# ---- design 1 ----
### The clock network, design 1

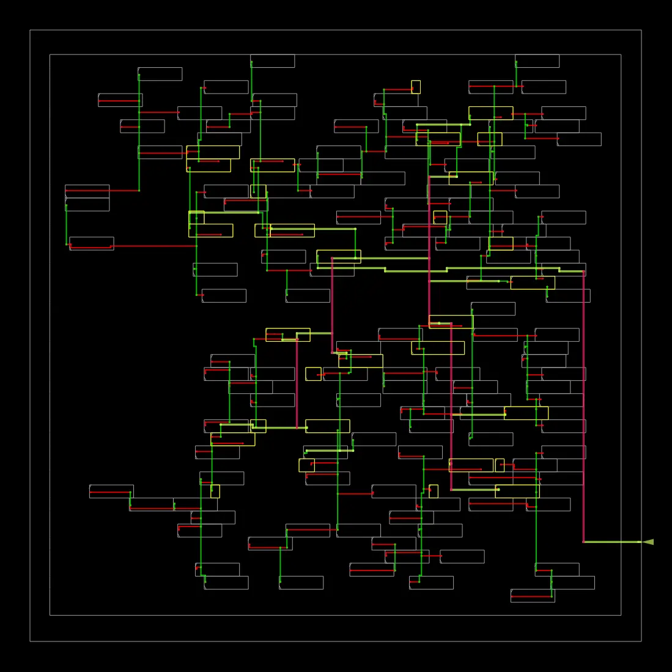

`src/rtl/framebuffer_pkg.sv`:
```
// Shared types and constants for the framebuffer scheduler and its fetch tracker.
package framebuffer_pkg;

    typedef logic [23:0] pixel_t;

    typedef enum logic [1:0] {
        IDLE    = 2'd0,
        RD_REQ  = 2'd1,
        RD_DATA = 2'd2,
        WR_REQ  = 2'd3
    } state_e;

    function automatic int bursts_per_line(input int hor, input int burst);
        return hor / burst;
    endfunction

    localparam int BURSTS_PER_LINE = bursts_per_line(1280, 32);

endpackage

```
`src/rtl/framebuffer_scheduler_fetch_tracker.sv`:
```
// Tracks the line being prefetched: target line, burst index, line base address,
// completion, and the sticky underrun raised by a request that lands on an unfinished fetch.
module fetch_tracker
    import framebuffer_pkg::*;
#(
    parameter int HOR_ACTIVE_PIXELS = 1280,
    parameter int VER_ACTIVE_PIXELS = 720,
    parameter int BURST_PIXELS      = 32,
    parameter int ADDR_WIDTH        = 24,
    parameter int Y_WIDTH           = $clog2(VER_ACTIVE_PIXELS),
    parameter int BW                = $clog2(bursts_per_line(HOR_ACTIVE_PIXELS, BURST_PIXELS) + 1)
) (
    input  logic                  clk_i,
    input  logic                  rst_i,
    input  logic                  frame_start_i,
    input  logic                  line_start_i,
    input  logic [Y_WIDTH-1:0]    line_y_i,
    input  logic                  in_burst_i,
    input  logic                  burst_done_i,
    output logic                  req_o,
    output logic                  pending_o,
    output logic                  bank_o,
    output logic                  underrun_o,
    output logic [BW-1:0]         burst_o,
    output logic [ADDR_WIDTH-1:0] addr_o
);
    localparam int BURSTS = bursts_per_line(HOR_ACTIVE_PIXELS, BURST_PIXELS);
    localparam int LOG_B  = $clog2(BURST_PIXELS);

    logic [Y_WIDTH-1:0]    line_q, line_d, req_line;
    logic [ADDR_WIDTH-1:0] base_q, base_d;
    logic [BW-1:0]         burst_q, burst_d;
    logic                  pending_q, pending_d;
    logic                  stale_q, stale_d;
    logic                  underrun_q, underrun_d;

    always_comb begin
        req_o    = frame_start_i || (line_start_i && (line_y_i < Y_WIDTH'(VER_ACTIVE_PIXELS - 1)));
        req_line = frame_start_i ? '0 : line_y_i + 1'b1;
    end

    // A burst already launched when a new request arrives belongs to the old line:
    // it is allowed to finish, but its completion must not advance the new line.
    always_comb begin
        line_d     = line_q;
        base_d     = base_q;
        burst_d    = burst_q;
        pending_d  = pending_q;
        stale_d    = stale_q;
        underrun_d = underrun_q;
        if (req_o) begin
            line_d     = req_line;
            base_d     = ADDR_WIDTH'(req_line) * ADDR_WIDTH'(HOR_ACTIVE_PIXELS);
            burst_d    = '0;
            pending_d  = 1'b1;
            stale_d    = in_burst_i && !burst_done_i;
            underrun_d = underrun_q | pending_q;
        end else if (burst_done_i) begin
            stale_d = 1'b0;
            if (!stale_q) begin
                burst_d = burst_q + 1'b1;
                if (burst_q == BW'(BURSTS - 1))
                    pending_d = 1'b0;
            end
        end
    end

    always_ff @(posedge clk_i or posedge rst_i) begin
        if (rst_i) begin
            line_q     <= '0;
            base_q     <= '0;
            burst_q    <= '0;
            pending_q  <= 1'b0;
            stale_q    <= 1'b0;
            underrun_q <= 1'b0;
        end else begin
            line_q     <= line_d;
            base_q     <= base_d;
            burst_q    <= burst_d;
            pending_q  <= pending_d;
            stale_q    <= stale_d;
            underrun_q <= underrun_d;
        end
    end

    assign pending_o  = pending_q;
    assign bank_o     = line_q[0];
    assign underrun_o = underrun_q;
    assign burst_o    = burst_q;
    assign addr_o     = base_q + (ADDR_WIDTH'(burst_q) << LOG_B);

endmodule

```
`src/rtl/framebuffer_scheduler.sv`:
```
// Memory-port sequencer: prefetches the next display line in bursts into the
// ping-pong line buffer and slots game-logic pixel writes between bursts.
module framebuffer_scheduler
    import framebuffer_pkg::*;
#(
    parameter int HOR_ACTIVE_PIXELS = 1280,
    parameter int VER_ACTIVE_PIXELS = 720,
    parameter int BURST_PIXELS      = 32,
    parameter int ADDR_WIDTH        = 24,
    parameter int X_WIDTH           = $clog2(HOR_ACTIVE_PIXELS),
    parameter int Y_WIDTH           = $clog2(VER_ACTIVE_PIXELS)
) (
    input  logic                  clk_rgb,
    input  logic                  rst,
    input  logic                  frame_start,
    input  logic                  line_start,
    input  logic [Y_WIDTH-1:0]    line_y,
    output logic                  mem_req,
    output logic                  mem_write,
    output logic [ADDR_WIDTH-1:0] mem_addr,
    output logic [23:0]           mem_wdata,
    input  logic                  mem_ack,
    input  logic                  rd_valid,
    input  logic [23:0]           rd_data,
    output logic                  lb_we,
    output logic                  lb_bank,
    output logic [X_WIDTH-1:0]    lb_addr,
    output logic [23:0]           lb_data,
    input  logic                  wr_req,
    input  logic [ADDR_WIDTH-1:0] wr_addr,
    input  logic [23:0]           wr_data,
    output logic                  wr_ack,
    output logic                  busy,
    output logic                  underrun
);
    localparam int BW    = $clog2(bursts_per_line(HOR_ACTIVE_PIXELS, BURST_PIXELS) + 1);
    localparam int LOG_B = $clog2(BURST_PIXELS);

    state_e                state_q, state_d;
    logic                  fair_q, fair_d;
    logic [LOG_B-1:0]      beat_q, beat_d;
    logic [X_WIDTH-1:0]    lbase_q, lbase_d;
    logic                  mem_req_q, mem_req_d, mem_write_q, mem_write_d;
    logic [ADDR_WIDTH-1:0] mem_addr_q, mem_addr_d;
    pixel_t                mem_wdata_q, mem_wdata_d, lb_data_q, lb_data_d;
    logic                  lb_we_q, lb_we_d, lb_bank_q, lb_bank_d, wr_ack_q, wr_ack_d;
    logic [X_WIDTH-1:0]    lb_addr_q, lb_addr_d;

    logic                  trk_req, trk_pending, trk_bank, trk_underrun;
    logic [BW-1:0]         trk_burst;
    logic [ADDR_WIDTH-1:0] trk_addr;
    logic                  burst_done, in_burst, wr_ok, fetch_go;

    fetch_tracker #(
        .HOR_ACTIVE_PIXELS (HOR_ACTIVE_PIXELS),
        .VER_ACTIVE_PIXELS (VER_ACTIVE_PIXELS),
        .BURST_PIXELS      (BURST_PIXELS),
        .ADDR_WIDTH        (ADDR_WIDTH),
        .Y_WIDTH           (Y_WIDTH),
        .BW                (BW)
    ) u_tracker (
        .clk_i         (clk_rgb),
        .rst_i         (rst),
        .frame_start_i (frame_start),
        .line_start_i  (line_start),
        .line_y_i      (line_y),
        .in_burst_i    (in_burst),
        .burst_done_i  (burst_done),
        .req_o         (trk_req),
        .pending_o     (trk_pending),
        .bank_o        (trk_bank),
        .underrun_o    (trk_underrun),
        .burst_o       (trk_burst),
        .addr_o        (trk_addr)
    );

    assign in_burst = (state_q == RD_REQ) || (state_q == RD_DATA);
    assign wr_ok    = wr_req && !wr_ack_q;
    // Launch is held off in a request cycle so a burst never starts from a stale target.
    assign fetch_go = trk_pending && !trk_req && !(fair_q && wr_ok);

    always_comb begin
        state_d     = state_q;
        fair_d      = fair_q;
        beat_d      = beat_q;
        lbase_d     = lbase_q;
        mem_write_d = mem_write_q;
        mem_addr_d  = mem_addr_q;
        mem_wdata_d = mem_wdata_q;
        lb_bank_d   = lb_bank_q;
        lb_addr_d   = lb_addr_q;
        lb_data_d   = lb_data_q;
        lb_we_d     = 1'b0;
        wr_ack_d    = 1'b0;
        burst_done  = 1'b0;
        unique case (state_q)
            IDLE: begin
                if (fetch_go) begin
                    state_d     = RD_REQ;
                    mem_write_d = 1'b0;
                    mem_addr_d  = trk_addr;
                    lb_bank_d   = trk_bank;
                    lbase_d     = X_WIDTH'(trk_burst) << LOG_B;
                end else if (wr_ok) begin
                    state_d     = WR_REQ;
                    mem_write_d = 1'b1;
                    mem_addr_d  = wr_addr;
                    mem_wdata_d = wr_data;
                    fair_d      = 1'b0;
                end
            end
            RD_REQ: begin
                if (mem_ack) begin
                    state_d = RD_DATA;
                    beat_d  = '0;
                end
            end
            RD_DATA: begin
                if (rd_valid) begin
                    lb_we_d   = 1'b1;
                    lb_addr_d = lbase_q + X_WIDTH'(beat_q);
                    lb_data_d = rd_data;
                    beat_d    = beat_q + 1'b1;
                    if (beat_q == '1) begin
                        burst_done = 1'b1;
                        state_d    = IDLE;
                        if (wr_req)
                            fair_d = 1'b1;
                    end
                end
            end
            WR_REQ: begin
                if (mem_ack) begin
                    state_d  = IDLE;
                    wr_ack_d = 1'b1;
                end
            end
            default: state_d = IDLE;
        endcase
        mem_req_d = (state_d == RD_REQ) || (state_d == WR_REQ);
    end

    always_ff @(posedge clk_rgb or posedge rst) begin
        if (rst) begin
            state_q     <= IDLE;
            fair_q      <= 1'b0;
            beat_q      <= '0;
            lbase_q     <= '0;
            mem_req_q   <= 1'b0;
            mem_write_q <= 1'b0;
            mem_addr_q  <= '0;
            mem_wdata_q <= '0;
            lb_we_q     <= 1'b0;
            lb_bank_q   <= 1'b0;
            lb_addr_q   <= '0;
            lb_data_q   <= '0;
            wr_ack_q    <= 1'b0;
        end else begin
            state_q     <= state_d;
            fair_q      <= fair_d;
            beat_q      <= beat_d;
            lbase_q     <= lbase_d;
            mem_req_q   <= mem_req_d;
            mem_write_q <= mem_write_d;
            mem_addr_q  <= mem_addr_d;
            mem_wdata_q <= mem_wdata_d;
            lb_we_q     <= lb_we_d;
            lb_bank_q   <= lb_bank_d;
            lb_addr_q   <= lb_addr_d;
            lb_data_q   <= lb_data_d;
            wr_ack_q    <= wr_ack_d;
        end
    end

    assign mem_req   = mem_req_q;
    assign mem_write = mem_write_q;
    assign mem_addr  = mem_addr_q;
    assign mem_wdata = mem_wdata_q;
    assign lb_we     = lb_we_q;
    assign lb_bank   = lb_bank_q;
    assign lb_addr   = lb_addr_q;
    assign lb_data   = lb_data_q;
    assign wr_ack    = wr_ack_q;
    assign busy      = trk_pending;
    assign underrun  = trk_underrun;

endmodule
```
`config.mk`:
```
export PLATFORM = sky130hd
export DESIGN_NAME = framebuffer_scheduler
export DESIGN_NICKNAME = d
export VERILOG_FILES = /design/src/rtl/framebuffer_pkg.sv /design/src/rtl/framebuffer_scheduler_fetch_tracker.sv /design/src/rtl/framebuffer_scheduler.sv
export SDC_FILE = /design/constraint.sdc
export NUM_CORES = 1
export LEC_CHECK = 0
export CAP_MARGIN = 25
export CORE_MARGIN = 4
export CORE_UTILIZATION = 43
export DETAILED_ROUTE_END_ITERATION = 16
export PLACE_DENSITY = 0.8
export SLEW_MARGIN = 20
export SYNTH_ARGS = -nofsm -noshare
export SYNTH_HDL_FRONTEND = slang
export SYNTH_SLANG_ARGS = --single-unit
```
`constraint.sdc`:
```
create_clock -name clk_rgb -period 4.5 [get_ports clk_rgb]
set_clock_uncertainty 0.15 [all_clocks]
set_input_delay 1.125 -clock clk_rgb [delete_from_list [all_inputs] [get_ports clk_rgb]]
set_output_delay 1.125 -clock clk_rgb [all_outputs]
set_load 0.01 [all_outputs]
```
# ---- design 2 ----
$ cat src/rtl/multiphase_reciprocal_counter.sv
// multiphase_reciprocal_counter: fine-resolution reciprocal counter over PHASES retimed samples per clk.
// Defining MPRC_BUBBLE_FILTER_EN adds a single-sample bubble filter (one extra cycle of latency).
module multiphase_reciprocal_counter #(
  parameter int PHASES = 8,
  parameter int FRAC_W = 3,
  parameter int CNT_W = 32
) (
  input  logic                      clk,
  input  logic                      rst,
  input  logic [PHASES-1:0]         phase_samples,
  input  logic                      start,
  input  logic [CNT_W-1:0]          gate_cycles,
  input  logic [CNT_W-1:0]          timeout_cycles,
  output logic                      busy,
  output logic                      res_valid,
  input  logic                      res_ready,
  output logic [CNT_W-1:0]          res_edges,
  output logic [CNT_W+FRAC_W-1:0]   res_first_ts,
  output logic [CNT_W+FRAC_W-1:0]   res_last_ts,
  output logic                      res_timeout,
  output logic [15:0]               bubble_cnt
);
  localparam int TS_W = CNT_W + FRAC_W;
  typedef enum logic [2:0] {IDLE, ARM, GATE, CLOSE, REPORT} state_t;
  logic [PHASES-1:0] s1, filt, edge_v, edg;
  logic [PHASES:0] fe;
  logic prev_f;
`ifdef MPRC_BUBBLE_FILTER_EN
  logic [PHASES-1:0] s2;
  logic [PHASES+1:0] ext;
  logic prev_raw, bub;
  // neighbours come from the raw stream, so all corrections in a cycle are simultaneous
  always_comb begin
    ext = {s1[0], s2, prev_raw};
    filt = s2;
    bub = 1'b0;
    for (int k = 0; k < PHASES; k++)
      if (ext[k] == ext[k+2] && ext[k+1] != ext[k]) begin
        filt[k] = ext[k];
        bub = 1'b1;
      end
  end
  always_ff @(posedge clk)
    if (rst) begin
      s2 <= '0;
      prev_raw <= 1'b0;
      bubble_cnt <= '0;
    end else begin
      s2 <= s1;
      prev_raw <= s2[PHASES-1];
      if (bub && ~&bubble_cnt) bubble_cnt <= bubble_cnt + 16'd1;
    end
`else
  assign filt = s1;
  assign bubble_cnt = '0;
`endif
  assign fe = {filt, prev_f};
  assign edge_v = fe[PHASES:1] & ~fe[PHASES-1:0];
  always_ff @(posedge clk)
    if (rst) begin
      s1 <= '0;
      prev_f <= 1'b0;
      edg <= '0;
    end else begin
      s1 <= phase_samples;
      prev_f <= filt[PHASES-1];
      edg <= edge_v;
    end
  logic [FRAC_W:0] n_e;
  logic [FRAC_W-1:0] lo, hi;
  always_comb begin
    n_e = '0;
    lo = '0;
    hi = '0;
    for (int k = PHASES - 1; k >= 0; k--) begin
      n_e = n_e + (FRAC_W+1)'(edg[k]);
      if (edg[k]) lo = FRAC_W'(k);
    end
    for (int k = 0; k < PHASES; k++)
      if (edg[k]) hi = FRAC_W'(k);
  end
  state_t state, state_n;
  logic [CNT_W-1:0] coarse, gcnt, gate_r, tlim;
  logic [CNT_W-1:0] coarse_n, gcnt_n, gate_n, tlim_n, edges_n;
  logic [TS_W-1:0] first_n, last_n;
  logic [CNT_W:0] sum;
  logic to_n, any, tmo_hit;
  assign any = |edg;
  assign tmo_hit = tlim != '0 && coarse + CNT_W'(1) == tlim;
  assign busy = state != IDLE;
  assign res_valid = state == REPORT;
  always_comb begin
    state_n = state;
    coarse_n = coarse;
    gcnt_n = gcnt;
    gate_n = gate_r;
    tlim_n = tlim;
    edges_n = res_edges;
    first_n = res_first_ts;
    last_n = res_last_ts;
    to_n = res_timeout;
    sum = {1'b0, res_edges} + (CNT_W+1)'(n_e);
    case (state)
      IDLE: if (start) begin
        state_n = ARM;
        gate_n = gate_cycles == '0 ? CNT_W'(1) : gate_cycles;
        tlim_n = timeout_cycles;
        coarse_n = '0;
        gcnt_n = '0;
        edges_n = '0;
        first_n = '0;
        last_n = '0;
        to_n = 1'b0;
      end
      ARM: if (any) begin
        first_n = {coarse, lo};
        last_n = {coarse, hi};
        edges_n = CNT_W'(n_e) - CNT_W'(1);
        gcnt_n = CNT_W'(1);
        state_n = gate_r == CNT_W'(1) ? CLOSE : GATE;
      end
      GATE: begin
        edges_n = sum[CNT_W] ? '1 : sum[CNT_W-1:0];
        last_n = any ? {coarse, hi} : res_last_ts;
        gcnt_n = gcnt + CNT_W'(1);
        state_n = gcnt + CNT_W'(1) == gate_r ? CLOSE : GATE;
      end
      CLOSE: if (any) begin
        last_n = {coarse, lo};
        edges_n = &res_edges ? res_edges : res_edges + CNT_W'(1);
        state_n = REPORT;
      end
      REPORT: state_n = res_ready ? IDLE : REPORT;
      default: state_n = IDLE;
    endcase
    // a closing edge in the timeout cycle still completes normally
    if (state inside {ARM, GATE, CLOSE}) begin
      coarse_n = coarse + CNT_W'(1);
      if (tmo_hit && state_n != REPORT) begin
        state_n = REPORT;
        to_n = 1'b1;
      end
    end
  end
  always_ff @(posedge clk)
    if (rst) begin
      state <= IDLE;
      {coarse, gcnt, gate_r, tlim, res_edges} <= '0;
      {res_first_ts, res_last_ts, res_timeout} <= '0;
    end else begin
      state <= state_n;
      coarse <= coarse_n;
      gcnt <= gcnt_n;
      gate_r <= gate_n;
      tlim <= tlim_n;
      res_edges <= edges_n;
      res_first_ts <= first_n;
      res_last_ts <= last_n;
      res_timeout <= to_n;
    end
endmodule

$ cat config.mk
export PLATFORM = sky130hd
export DESIGN_NAME = multiphase_reciprocal_counter
export DESIGN_NICKNAME = d
export VERILOG_FILES = /design/src/rtl/multiphase_reciprocal_counter.sv
export SDC_FILE = /design/constraint.sdc
export NUM_CORES = 1
export LEC_CHECK = 0
export ABC_AREA = 1
export ABC_CLOCK_PERIOD_IN_PS = 6370
export CELL_PAD_IN_SITES_DETAIL_PLACEMENT = 1
export CELL_PAD_IN_SITES_GLOBAL_PLACEMENT = 1
export CORE_AREA = 5 5 200 202
export DETAILED_ROUTE_END_ITERATION = 7
export DIE_AREA = 0 0 205 207
export GPL_ROUTABILITY_DRIVEN = 1
export PLACE_DENSITY = 0.89
export SYNTH_ARGS = -nofsm -noshare
export SYNTH_HDL_FRONTEND = slang
export SYNTH_SLANG_ARGS = --single-unit
$ cat constraint.sdc
create_clock -name clk -period 6.37 [get_ports clk]
set_input_delay 1.274 -clock clk [delete_from_list [all_inputs] [get_ports clk]]
set_output_delay 1.274 -clock clk [all_outputs]
set_load 0.02 [all_outputs]
# ---- design 3 ----
--- config.mk ---
export PLATFORM = sky130hd
export DESIGN_NAME = alu_exec_unit
export DESIGN_NICKNAME = d
export VERILOG_FILES = /design/src/rtl/alu_exec_unit.sv
export SDC_FILE = /design/constraint.sdc
export NUM_CORES = 1
export LEC_CHECK = 0
export CORE_MARGIN = 2
export CORE_UTILIZATION = 64
export DETAILED_ROUTE_END_ITERATION = 6
export PLACE_DENSITY = 0.9
export SKIP_LAST_GASP = 1
export SLEW_MARGIN = 40
export SYNTH_ARGS = -nofsm -noshare
export SYNTH_HDL_FRONTEND = slang
export SYNTH_SLANG_ARGS = --single-unit
--- constraint.sdc ---
create_clock -name clk -period 7.7 [get_ports clk]
set_clock_uncertainty 0.15 [all_clocks]
set_input_delay 0.77 -clock clk [delete_from_list [all_inputs] [get_ports clk]]
set_output_delay 0.77 -clock clk [all_outputs]
set_load 0.01 [all_outputs]
--- src/rtl/alu_exec_unit.sv ---
// Execute-stage ALU: single-cycle logic/arith/compare, iterative STEP-bit shifter for SLL/SRL/SRA.
// One op in flight: in_ready only in IDLE, result held in DONE until out_ready.
module alu_exec_unit #(
  parameter int WIDTH = 32,
  parameter int STEP  = 1
) (
  input  logic             clk,
  input  logic             rst_n,
  input  logic             in_valid_i,
  output logic             in_ready_o,
  input  logic [3:0]       alu_ctrl_i,
  input  logic [WIDTH-1:0] src_a_i,
  input  logic [WIDTH-1:0] src_b_i,
  output logic             out_valid_o,
  input  logic             out_ready_i,
  output logic [WIDTH-1:0] result_o,
  output logic             zero_o
);
  localparam int SW = $clog2(WIDTH);
  localparam logic [SW-1:0] STEP_L = SW'(STEP);

  localparam logic [3:0] OP_ADD = 4'h0, OP_SUB = 4'h1, OP_AND = 4'h2, OP_OR  = 4'h3,
                         OP_SLL = 4'h4, OP_SLT = 4'h5, OP_SRL = 4'h6, OP_SRA = 4'h7,
                         OP_SGE = 4'h8, OP_XOR = 4'h9;

  typedef enum logic [1:0] {IDLE, SHIFT, DONE} state_t;

  state_t           state_q, state_d;
  logic [WIDTH-1:0] acc_q, acc_d;
  logic [SW-1:0]    rem_q, rem_d;
  logic             right_q, right_d;
  logic             arith_q, arith_d;
  logic [WIDTH-1:0] result_q, result_d;
  logic             zero_q, zero_d;

  logic             accept;
  logic             is_shift;
  logic [SW-1:0]    shamt;
  logic             lt;
  logic [WIDTH-1:0] alu_res;
  logic [SW-1:0]    step_amt;
  logic [WIDTH-1:0] acc_shift;

  assign accept   = in_valid_i && (state_q == IDLE);
  assign is_shift = (alu_ctrl_i == OP_SLL) || (alu_ctrl_i == OP_SRL) || (alu_ctrl_i == OP_SRA);
  assign shamt    = src_b_i[SW-1:0];
  assign lt       = $signed(src_a_i) < $signed(src_b_i);

  // Shift codes only reach this path with a zero shift amount, so they pass A through.
  always_comb begin
    alu_res = '0;
    case (alu_ctrl_i)
      OP_ADD:                 alu_res = src_a_i + src_b_i;
      OP_SUB:                 alu_res = src_a_i - src_b_i;
      OP_AND:                 alu_res = src_a_i & src_b_i;
      OP_OR:                  alu_res = src_a_i | src_b_i;
      OP_XOR:                 alu_res = src_a_i ^ src_b_i;
      OP_SLT:                 alu_res = {{(WIDTH-1){1'b0}}, lt};
      OP_SGE:                 alu_res = {{(WIDTH-1){1'b0}}, ~lt};
      OP_SLL, OP_SRL, OP_SRA: alu_res = src_a_i;
      default:                alu_res = '0;
    endcase
  end

  // The accumulator MSB stays equal to the latched sign during SRA, so >>> fills correctly.
  assign step_amt = (rem_q > STEP_L) ? STEP_L : rem_q;
  always_comb begin
    acc_shift = acc_q << step_amt;
    if (right_q) begin
      if (arith_q) acc_shift = $signed(acc_q) >>> step_amt;
      else         acc_shift = acc_q >> step_amt;
    end
  end

  always_comb begin
    state_d  = state_q;
    acc_d    = acc_q;
    rem_d    = rem_q;
    right_d  = right_q;
    arith_d  = arith_q;
    result_d = result_q;
    zero_d   = zero_q;
    case (state_q)
      IDLE: begin
        if (accept) begin
          if (is_shift && (shamt != '0)) begin
            acc_d   = src_a_i;
            rem_d   = shamt;
            right_d = (alu_ctrl_i != OP_SLL);
            arith_d = (alu_ctrl_i == OP_SRA);
            state_d = SHIFT;
          end else begin
            result_d = alu_res;
            zero_d   = (alu_res == '0);
            state_d  = DONE;
          end
        end
      end
      SHIFT: begin
        acc_d = acc_shift;
        rem_d = rem_q - step_amt;
        if (rem_q == step_amt) begin
          result_d = acc_shift;
          zero_d   = (acc_shift == '0);
          state_d  = DONE;
        end
      end
      DONE: begin
        if (out_ready_i) state_d = IDLE;
      end
      default: state_d = IDLE;
    endcase
  end

  always_ff @(posedge clk or negedge rst_n) begin
    if (!rst_n) begin
      state_q  <= IDLE;
      acc_q    <= '0;
      rem_q    <= '0;
      right_q  <= 1'b0;
      arith_q  <= 1'b0;
      result_q <= '0;
      zero_q   <= 1'b1;
    end else begin
      state_q  <= state_d;
      acc_q    <= acc_d;
      rem_q    <= rem_d;
      right_q  <= right_d;
      arith_q  <= arith_d;
      result_q <= result_d;
      zero_q   <= zero_d;
    end
  end

  assign in_ready_o  = (state_q == IDLE);
  assign out_valid_o = (state_q == DONE);
  assign result_o    = result_q;
  assign zero_o      = zero_q;
endmodule

# ---- design 4 ----
### config.mk
export PLATFORM = sky130hd
export DESIGN_NAME = cpc_upper_rom_select
export DESIGN_NICKNAME = d
export VERILOG_FILES = /design/src/rtl/cpc_upper_rom_select.sv
export SDC_FILE = /design/constraint.sdc
export NUM_CORES = 1
export LEC_CHECK = 0
export CORE_MARGIN = 2
export CORE_UTILIZATION = 35
export DETAILED_ROUTE_END_ITERATION = 16
export GPL_TIMING_DRIVEN = 0
export PLACE_DENSITY_LB_ADDON = 0.1
export SETUP_SLACK_MARGIN = 0.5
export SLEW_MARGIN = 40
export SYNTH_ARGS = -nofsm -noshare
export SYNTH_HDL_FRONTEND = slang
export SYNTH_SLANG_ARGS = --single-unit
### constraint.sdc
create_clock -name CLK -period 4.1 [get_ports CLK]
set_clock_uncertainty 0.1 [all_clocks]
set_input_delay 0.82 -clock CLK [delete_from_list [all_inputs] [get_ports CLK]]
set_output_delay 0.82 -clock CLK [all_outputs]
set_load 0.01 [all_outputs]
### src/rtl/cpc_upper_rom_select.sv
// cpc_upper_rom_select: snoops &DFxx upper-ROM select writes and gates ROMDIS/74245 enable for served slots.
// Optional build macro: T35_LOWER_ROM_EN adds the lowrom_sel strap and claims lower-ROM reads.
module cpc_upper_rom_select #(
  parameter logic [15:0] SLOT_MASK  = 16'h00FE,
  parameter int          SEL_STABLE = 2
) (
  input  logic       CLK,
  input  logic       RESET_B,
  input  logic       IOREQ_B,
  input  logic       WR_B,
  input  logic       RD_B,
  input  logic       MREQ_B,
  input  logic       ROMEN_B,
  input  logic       A15,
  input  logic       A14,
  input  logic       A13,
  input  logic [7:0] D,
`ifdef T35_LOWER_ROM_EN
  input  logic       lowrom_sel,
`endif
  output logic [7:0] rom_num,
  output logic       romvalid,
  output logic       romdis_pre,
  output logic       bufoe_b
);
  typedef enum logic [1:0] {IDLE = 2'd0, ARM = 2'd1, LATCH = 2'd2} state_t;
  localparam logic [1:0] SEL_N = SEL_STABLE[1:0];
  state_t     state_q, state_d;
  logic [1:0] cnt_q, cnt_d;
  logic [1:0] sync_q;
  logic [7:0] rom_num_q, rom_num_d;
  logic       romvalid_q, romvalid_d;
  logic       romdis_q, romdis_d;
  logic       bufoe_q, bufoe_d;
  logic       run, iow, uprd, lowrd, cap;
  assign run  = sync_q[1];
  assign iow  = ~IOREQ_B & ~WR_B & ~A13;
  assign uprd = ~MREQ_B & ~RD_B & ~ROMEN_B & A15 & A14;
`ifdef T35_LOWER_ROM_EN
  assign lowrd = ~MREQ_B & ~RD_B & ~ROMEN_B & ~A15 & ~A14 & lowrom_sel;
`else
  assign lowrd = 1'b0;
`endif
  // reset release is resynchronised; state only advances once the stage has filled
  always_ff @(posedge CLK or negedge RESET_B)
    if (!RESET_B) sync_q <= 2'b00;
    else          sync_q <= {sync_q[0], 1'b1};
  // select FSM: count consecutive strobe samples, capture once when stable long enough
  always_comb begin
    state_d = state_q;
    cnt_d   = cnt_q;
    cap     = 1'b0;
    if (run)
      case (state_q)
        IDLE:
          if (iow) begin
            cnt_d   = 2'd1;
            cap     = (SEL_N == 2'd1);
            state_d = (SEL_N == 2'd1) ? LATCH : ARM;
          end
        ARM:
          if (iow) begin
            cnt_d   = cnt_q + 2'd1;
            cap     = (cnt_q + 2'd1 == SEL_N);
            state_d = (cnt_q + 2'd1 == SEL_N) ? LATCH : ARM;
          end else begin
            state_d = IDLE;
          end
        LATCH:   state_d = iow ? LATCH : IDLE;
        default: state_d = IDLE;
      endcase
  end
  // datapath next state: captured byte, slot ownership, read claim
  always_comb begin
    rom_num_d  = cap ? D : rom_num_q;
    romvalid_d = run ? ((rom_num_q < 8'd16) & SLOT_MASK[rom_num_q[3:0]]) : romvalid_q;
    romdis_d   = run ? (romdis_q ? (uprd | lowrd) : ((uprd & romvalid_q) | lowrd)) : romdis_q;
    bufoe_d    = ~romdis_d;
  end
  // all state registers; reset forces the bus released immediately
  always_ff @(posedge CLK or negedge RESET_B)
    if (!RESET_B) begin
      state_q    <= IDLE;
      cnt_q      <= 2'd0;
      rom_num_q  <= 8'h00;
      romvalid_q <= 1'b0;
      romdis_q   <= 1'b0;
      bufoe_q    <= 1'b1;
    end else begin
      state_q    <= state_d;
      cnt_q      <= cnt_d;
      rom_num_q  <= rom_num_d;
      romvalid_q <= romvalid_d;
      romdis_q   <= romdis_d;
      bufoe_q    <= bufoe_d;
    end
  assign rom_num    = rom_num_q;
  assign romvalid   = romvalid_q;
  assign romdis_pre = romdis_q;
  assign bufoe_b    = bufoe_q;
endmodule
### Port wiring, design 4

Drawn at 10 px/um.
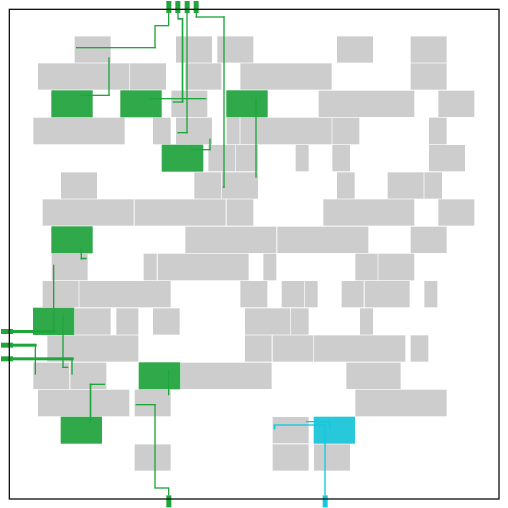
D: marked green, direction input, edge 4 top, 3 left, 1 bottom, end cells 8, buffers 8, wire 129 um. A13: marked cyan, direction input, edge bottom, end cells 1, buffers 1, wire 15.3 um.
count of input and output buffers: 28
IO Count: 29

==> qor.json, design 4 <==
{
  "drt-total-wl": {"value": 1.37, "unit": "mm"},
  "power.largest_group": {"value": "registers"},
  "drt_pass1_iterations": {"value": 4},
  "synth.cellmix.xorXnorShare": {"value": 0, "unit": "%"},
  "status": {"value": "completed"},
  "startpoint": {"value": "A13"},
  "yosysSeqAreaShare": {"value": 60.7, "unit": "%"},
  "fin_hold_ws": {"value": 0.262, "unit": "ns"},
  "syn-cell-area": {"value": 703, "unit": "um2"},
  "cts_tree": {"value": "built"},
  "cts_made_buffers": {"value": 3},
  "timing.hold.worst.start": {"value": "sync_q[0]$_DFF_PN0_"},
  "maxUsedRoutingLayer": {"value": "met3"},
  "ys_warnings": {"value": 0},
  "sh_seq_area": {"value": 41.1, "unit": "%"},
  "finish.net_count": {"value": 104},
  "design.seq.count": {"value": 17}
}
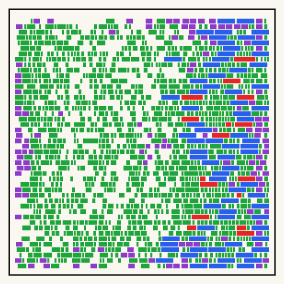
*Cell classes on the final placement, design 3*
Drawn at 2 px/um.
flip-flops: marked blue, cells 74, share of their area 16%. other buffers and delay cells: marked purple, cells 126, share of their area 10%. all other logic: marked green, cells 1,316, share of their area 71%. clock drivers and dummy loads: marked red, cells 16, share of their area 2.9%.
number of rows in the core area: 46
placeable core region: 15,900 um2
final instance area: 11,900 um2
final cell utilization of the core: 74.9%

==> qor.json, design 3 <==
{
  "ioPinCount": {"value": 107},
  "drc": {"value": 3},
  "layout.clock_buffers": {"value": 11},
  "numPortBuffers": {"value": 106},
  "part_of_the_power_in_the_clock_network": {"value": 17.7, "unit": "%"},
  "layout_top_cells_excl_fill_tap": {"value": "nand2_1, nor2_1, a21oi_1, o21ai_0, ha_1"},
  "post-route-period-util": {"value": 67.2, "unit": "%"},
  "status": {"value": "complete, but fails checks"},
  "yosysTopAreaCell": {"value": "dfrtp_1"},
  "clock.latency.late_pin": {"value": 0.34, "unit": "ns"},
  "antenna_violations_before_repair": {"value": 3},
  "stdcell_count": {"value": 1749},
  "failed_checks": {"value": "DRC"},
  "power.largest_group": {"value": "combinational cells"},
  "synth.comb.largest_family": {"value": "AND-OR/OR-AND gates"},
  "ir_drop": {"value": 0.211, "unit": "mV"}
}
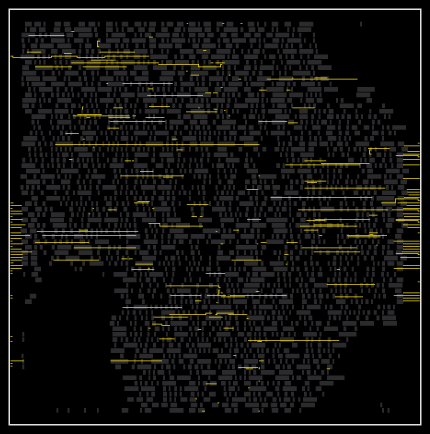
*Signal wires on met3, design 2*
Drawn at 2 px/um. Cells faint in the background.
The longest straight run is 102 um. The layer holds 4.1% of the routed length.

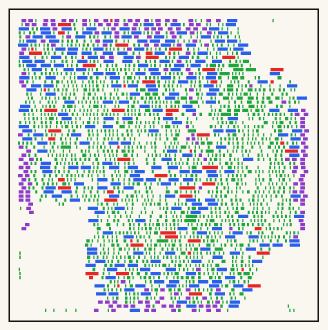
*Cell classes on the final placement, design 2*
Drawn at 1.5 px/um.
other buffers and delay cells: marked purple, cells 192, share of their area 11%. flip-flops: marked blue, cells 251, share of their area 30%. all other logic: marked green, cells 1,940, share of their area 53%. clock drivers and dummy loads: marked red, cells 56, share of their area 6.1%.

==> qor.json, design 2 <==
{
  "status": {"value": "completed"},
  "hold_violations": {"value": 0},
  "grt_max_degree": {"value": 113},
  "wire_length_on_met1": {"value": 22.4, "unit": "mm"},
  "final.signal_buffer_count": {"value": 192},
  "fmax": {"value": 173, "unit": "MHz"},
  "gr_util_met2": {"value": 45.6, "unit": "%"},
  "yosysTopAreaCell": {"value": "dfxtp_1"},
  "finalWorstSetupSlack": {"value": 0.582, "unit": "ns"},
  "fin_total_pwr": {"value": 4.10, "unit": "mW"},
  "fin_area": {"value": 17700, "unit": "um2"},
  "cellPowerDensity": {"value": 232, "unit": "nW/um2"},
  "post-synth-top-count-cell": {"value": "nand2_1"},
  "worst_setup_hold_path_clk_slew": {"value": 0.06, "unit": "ns"},
  "reg_top3": {"value": "res_first_ts x35, res_last_ts x35"},
  "flow.area_growth_from_synthesis": {"value": 21.3, "unit": "%"},
  "timing.critical_path.max_delay_family": {"value": "adder cells"},
  "sh_seq_area": {"value": 28.5, "unit": "%"},
  "flop_area": {"value": 5020, "unit": "um2"}
}
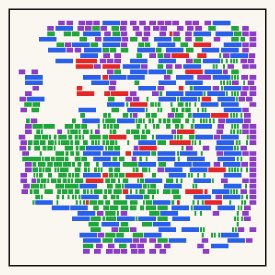
*Cell classes on the final placement, design 1*
Drawn at 2 px/um.
flip-flops: marked blue, cells 124, share of their area 37%. all other logic: marked green, cells 428, share of their area 34%. clock drivers and dummy loads: marked red, cells 32, share of their area 7.0%. other buffers and delay cells: marked purple, cells 187, share of their area 22%.
final cell utilization of the core: 62.4%
number of rows in the core area: 43
sequential cell area share: 35.7%
placeable core region: 13,900 um2

## Picture notes: 'The clock network' of design 1
final-layout clock buffer total: 19
clock insertion delay at the later pin of the skew report: 0.41 ns
clock sink total: 124

==> qor.json, design 1 <==
{
  "synth.net_count": {"value": 688},
  "inverters": {"value": 15},
  "cp-endpoint": {"value": "u_tracker.base_q[19]$_DFFE_PP0P_"},
  "drt-total-wl": {"value": 15.3, "unit": "mm"},
  "cts_post_setup_buffers_inserted": {"value": 0},
  "status": {"value": "completed"},
  "timing_max_transition_violations_final": {"value": 0},
  "post_route_cells_drive_above_1_share": {"value": 13.9, "unit": "%"},
  "grt_util_met3": {"value": 4.56, "unit": "%"},
  "net-switching-power": {"value": 1.57, "unit": "mW"},
  "yosysSeqAreaShare": {"value": 50.5, "unit": "%"},
  "finish.net_count": {"value": 869},
  "global_route_wire_length_before_repair": {"value": 24.5, "unit": "mm"},
  "detailed_placer_s_ending_hpwl": {"value": 11.3, "unit": "mm"},
  "critical_path.cell_chain": {"value": "clkdlybuf4s50_1, ha_1, nand3_1, nor2_1, and3_1, xnor2_1, nor2_1, ha_1, ha_1, o21ai_0, a31oi_1, xor2_1, o221ai_1"},
  "vias": {"value": 4867},
  "antenna_violations_before_repair": {"value": 0},
  "numPortBuffers": {"value": 178},
  "flow.area_growth_from_synthesis": {"value": 41.7, "unit": "%"},
  "drc": {"value": 0},
  "fin_total_pwr": {"value": 5.02, "unit": "mW"},
  "postSynth.asyncResetShare": {"value": 100, "unit": "%"}
}


==> screenshots <==
The clock network.
image #1
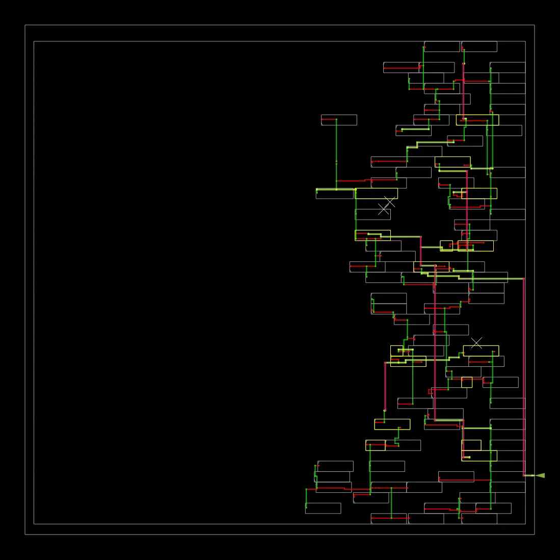
image #2
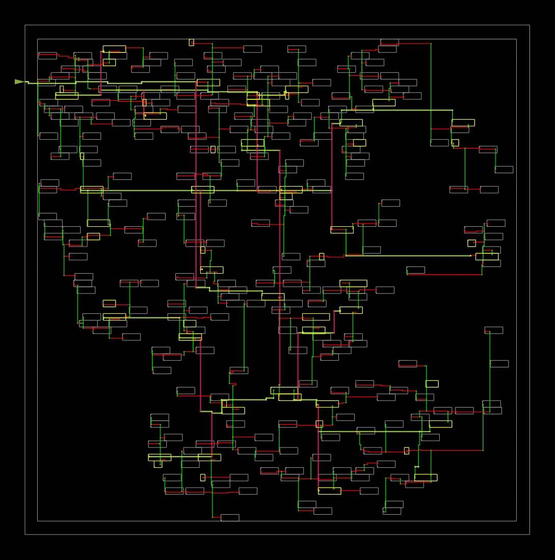
image #3
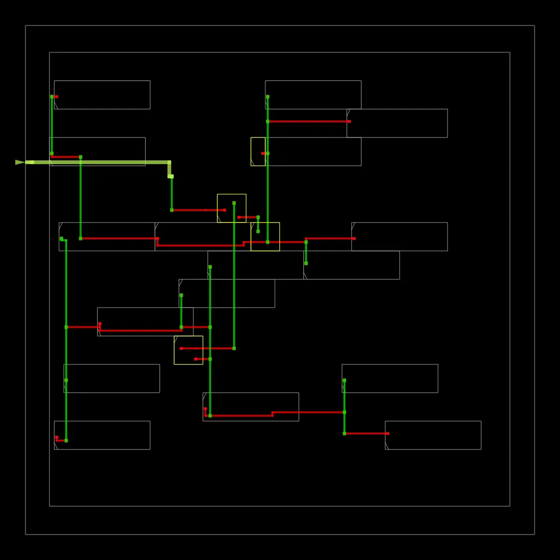
Image #2 comes from design 2.
Image #3 comes from design 4.
Image #1 comes from design 3.

Power and IR drop assume default switching activity.
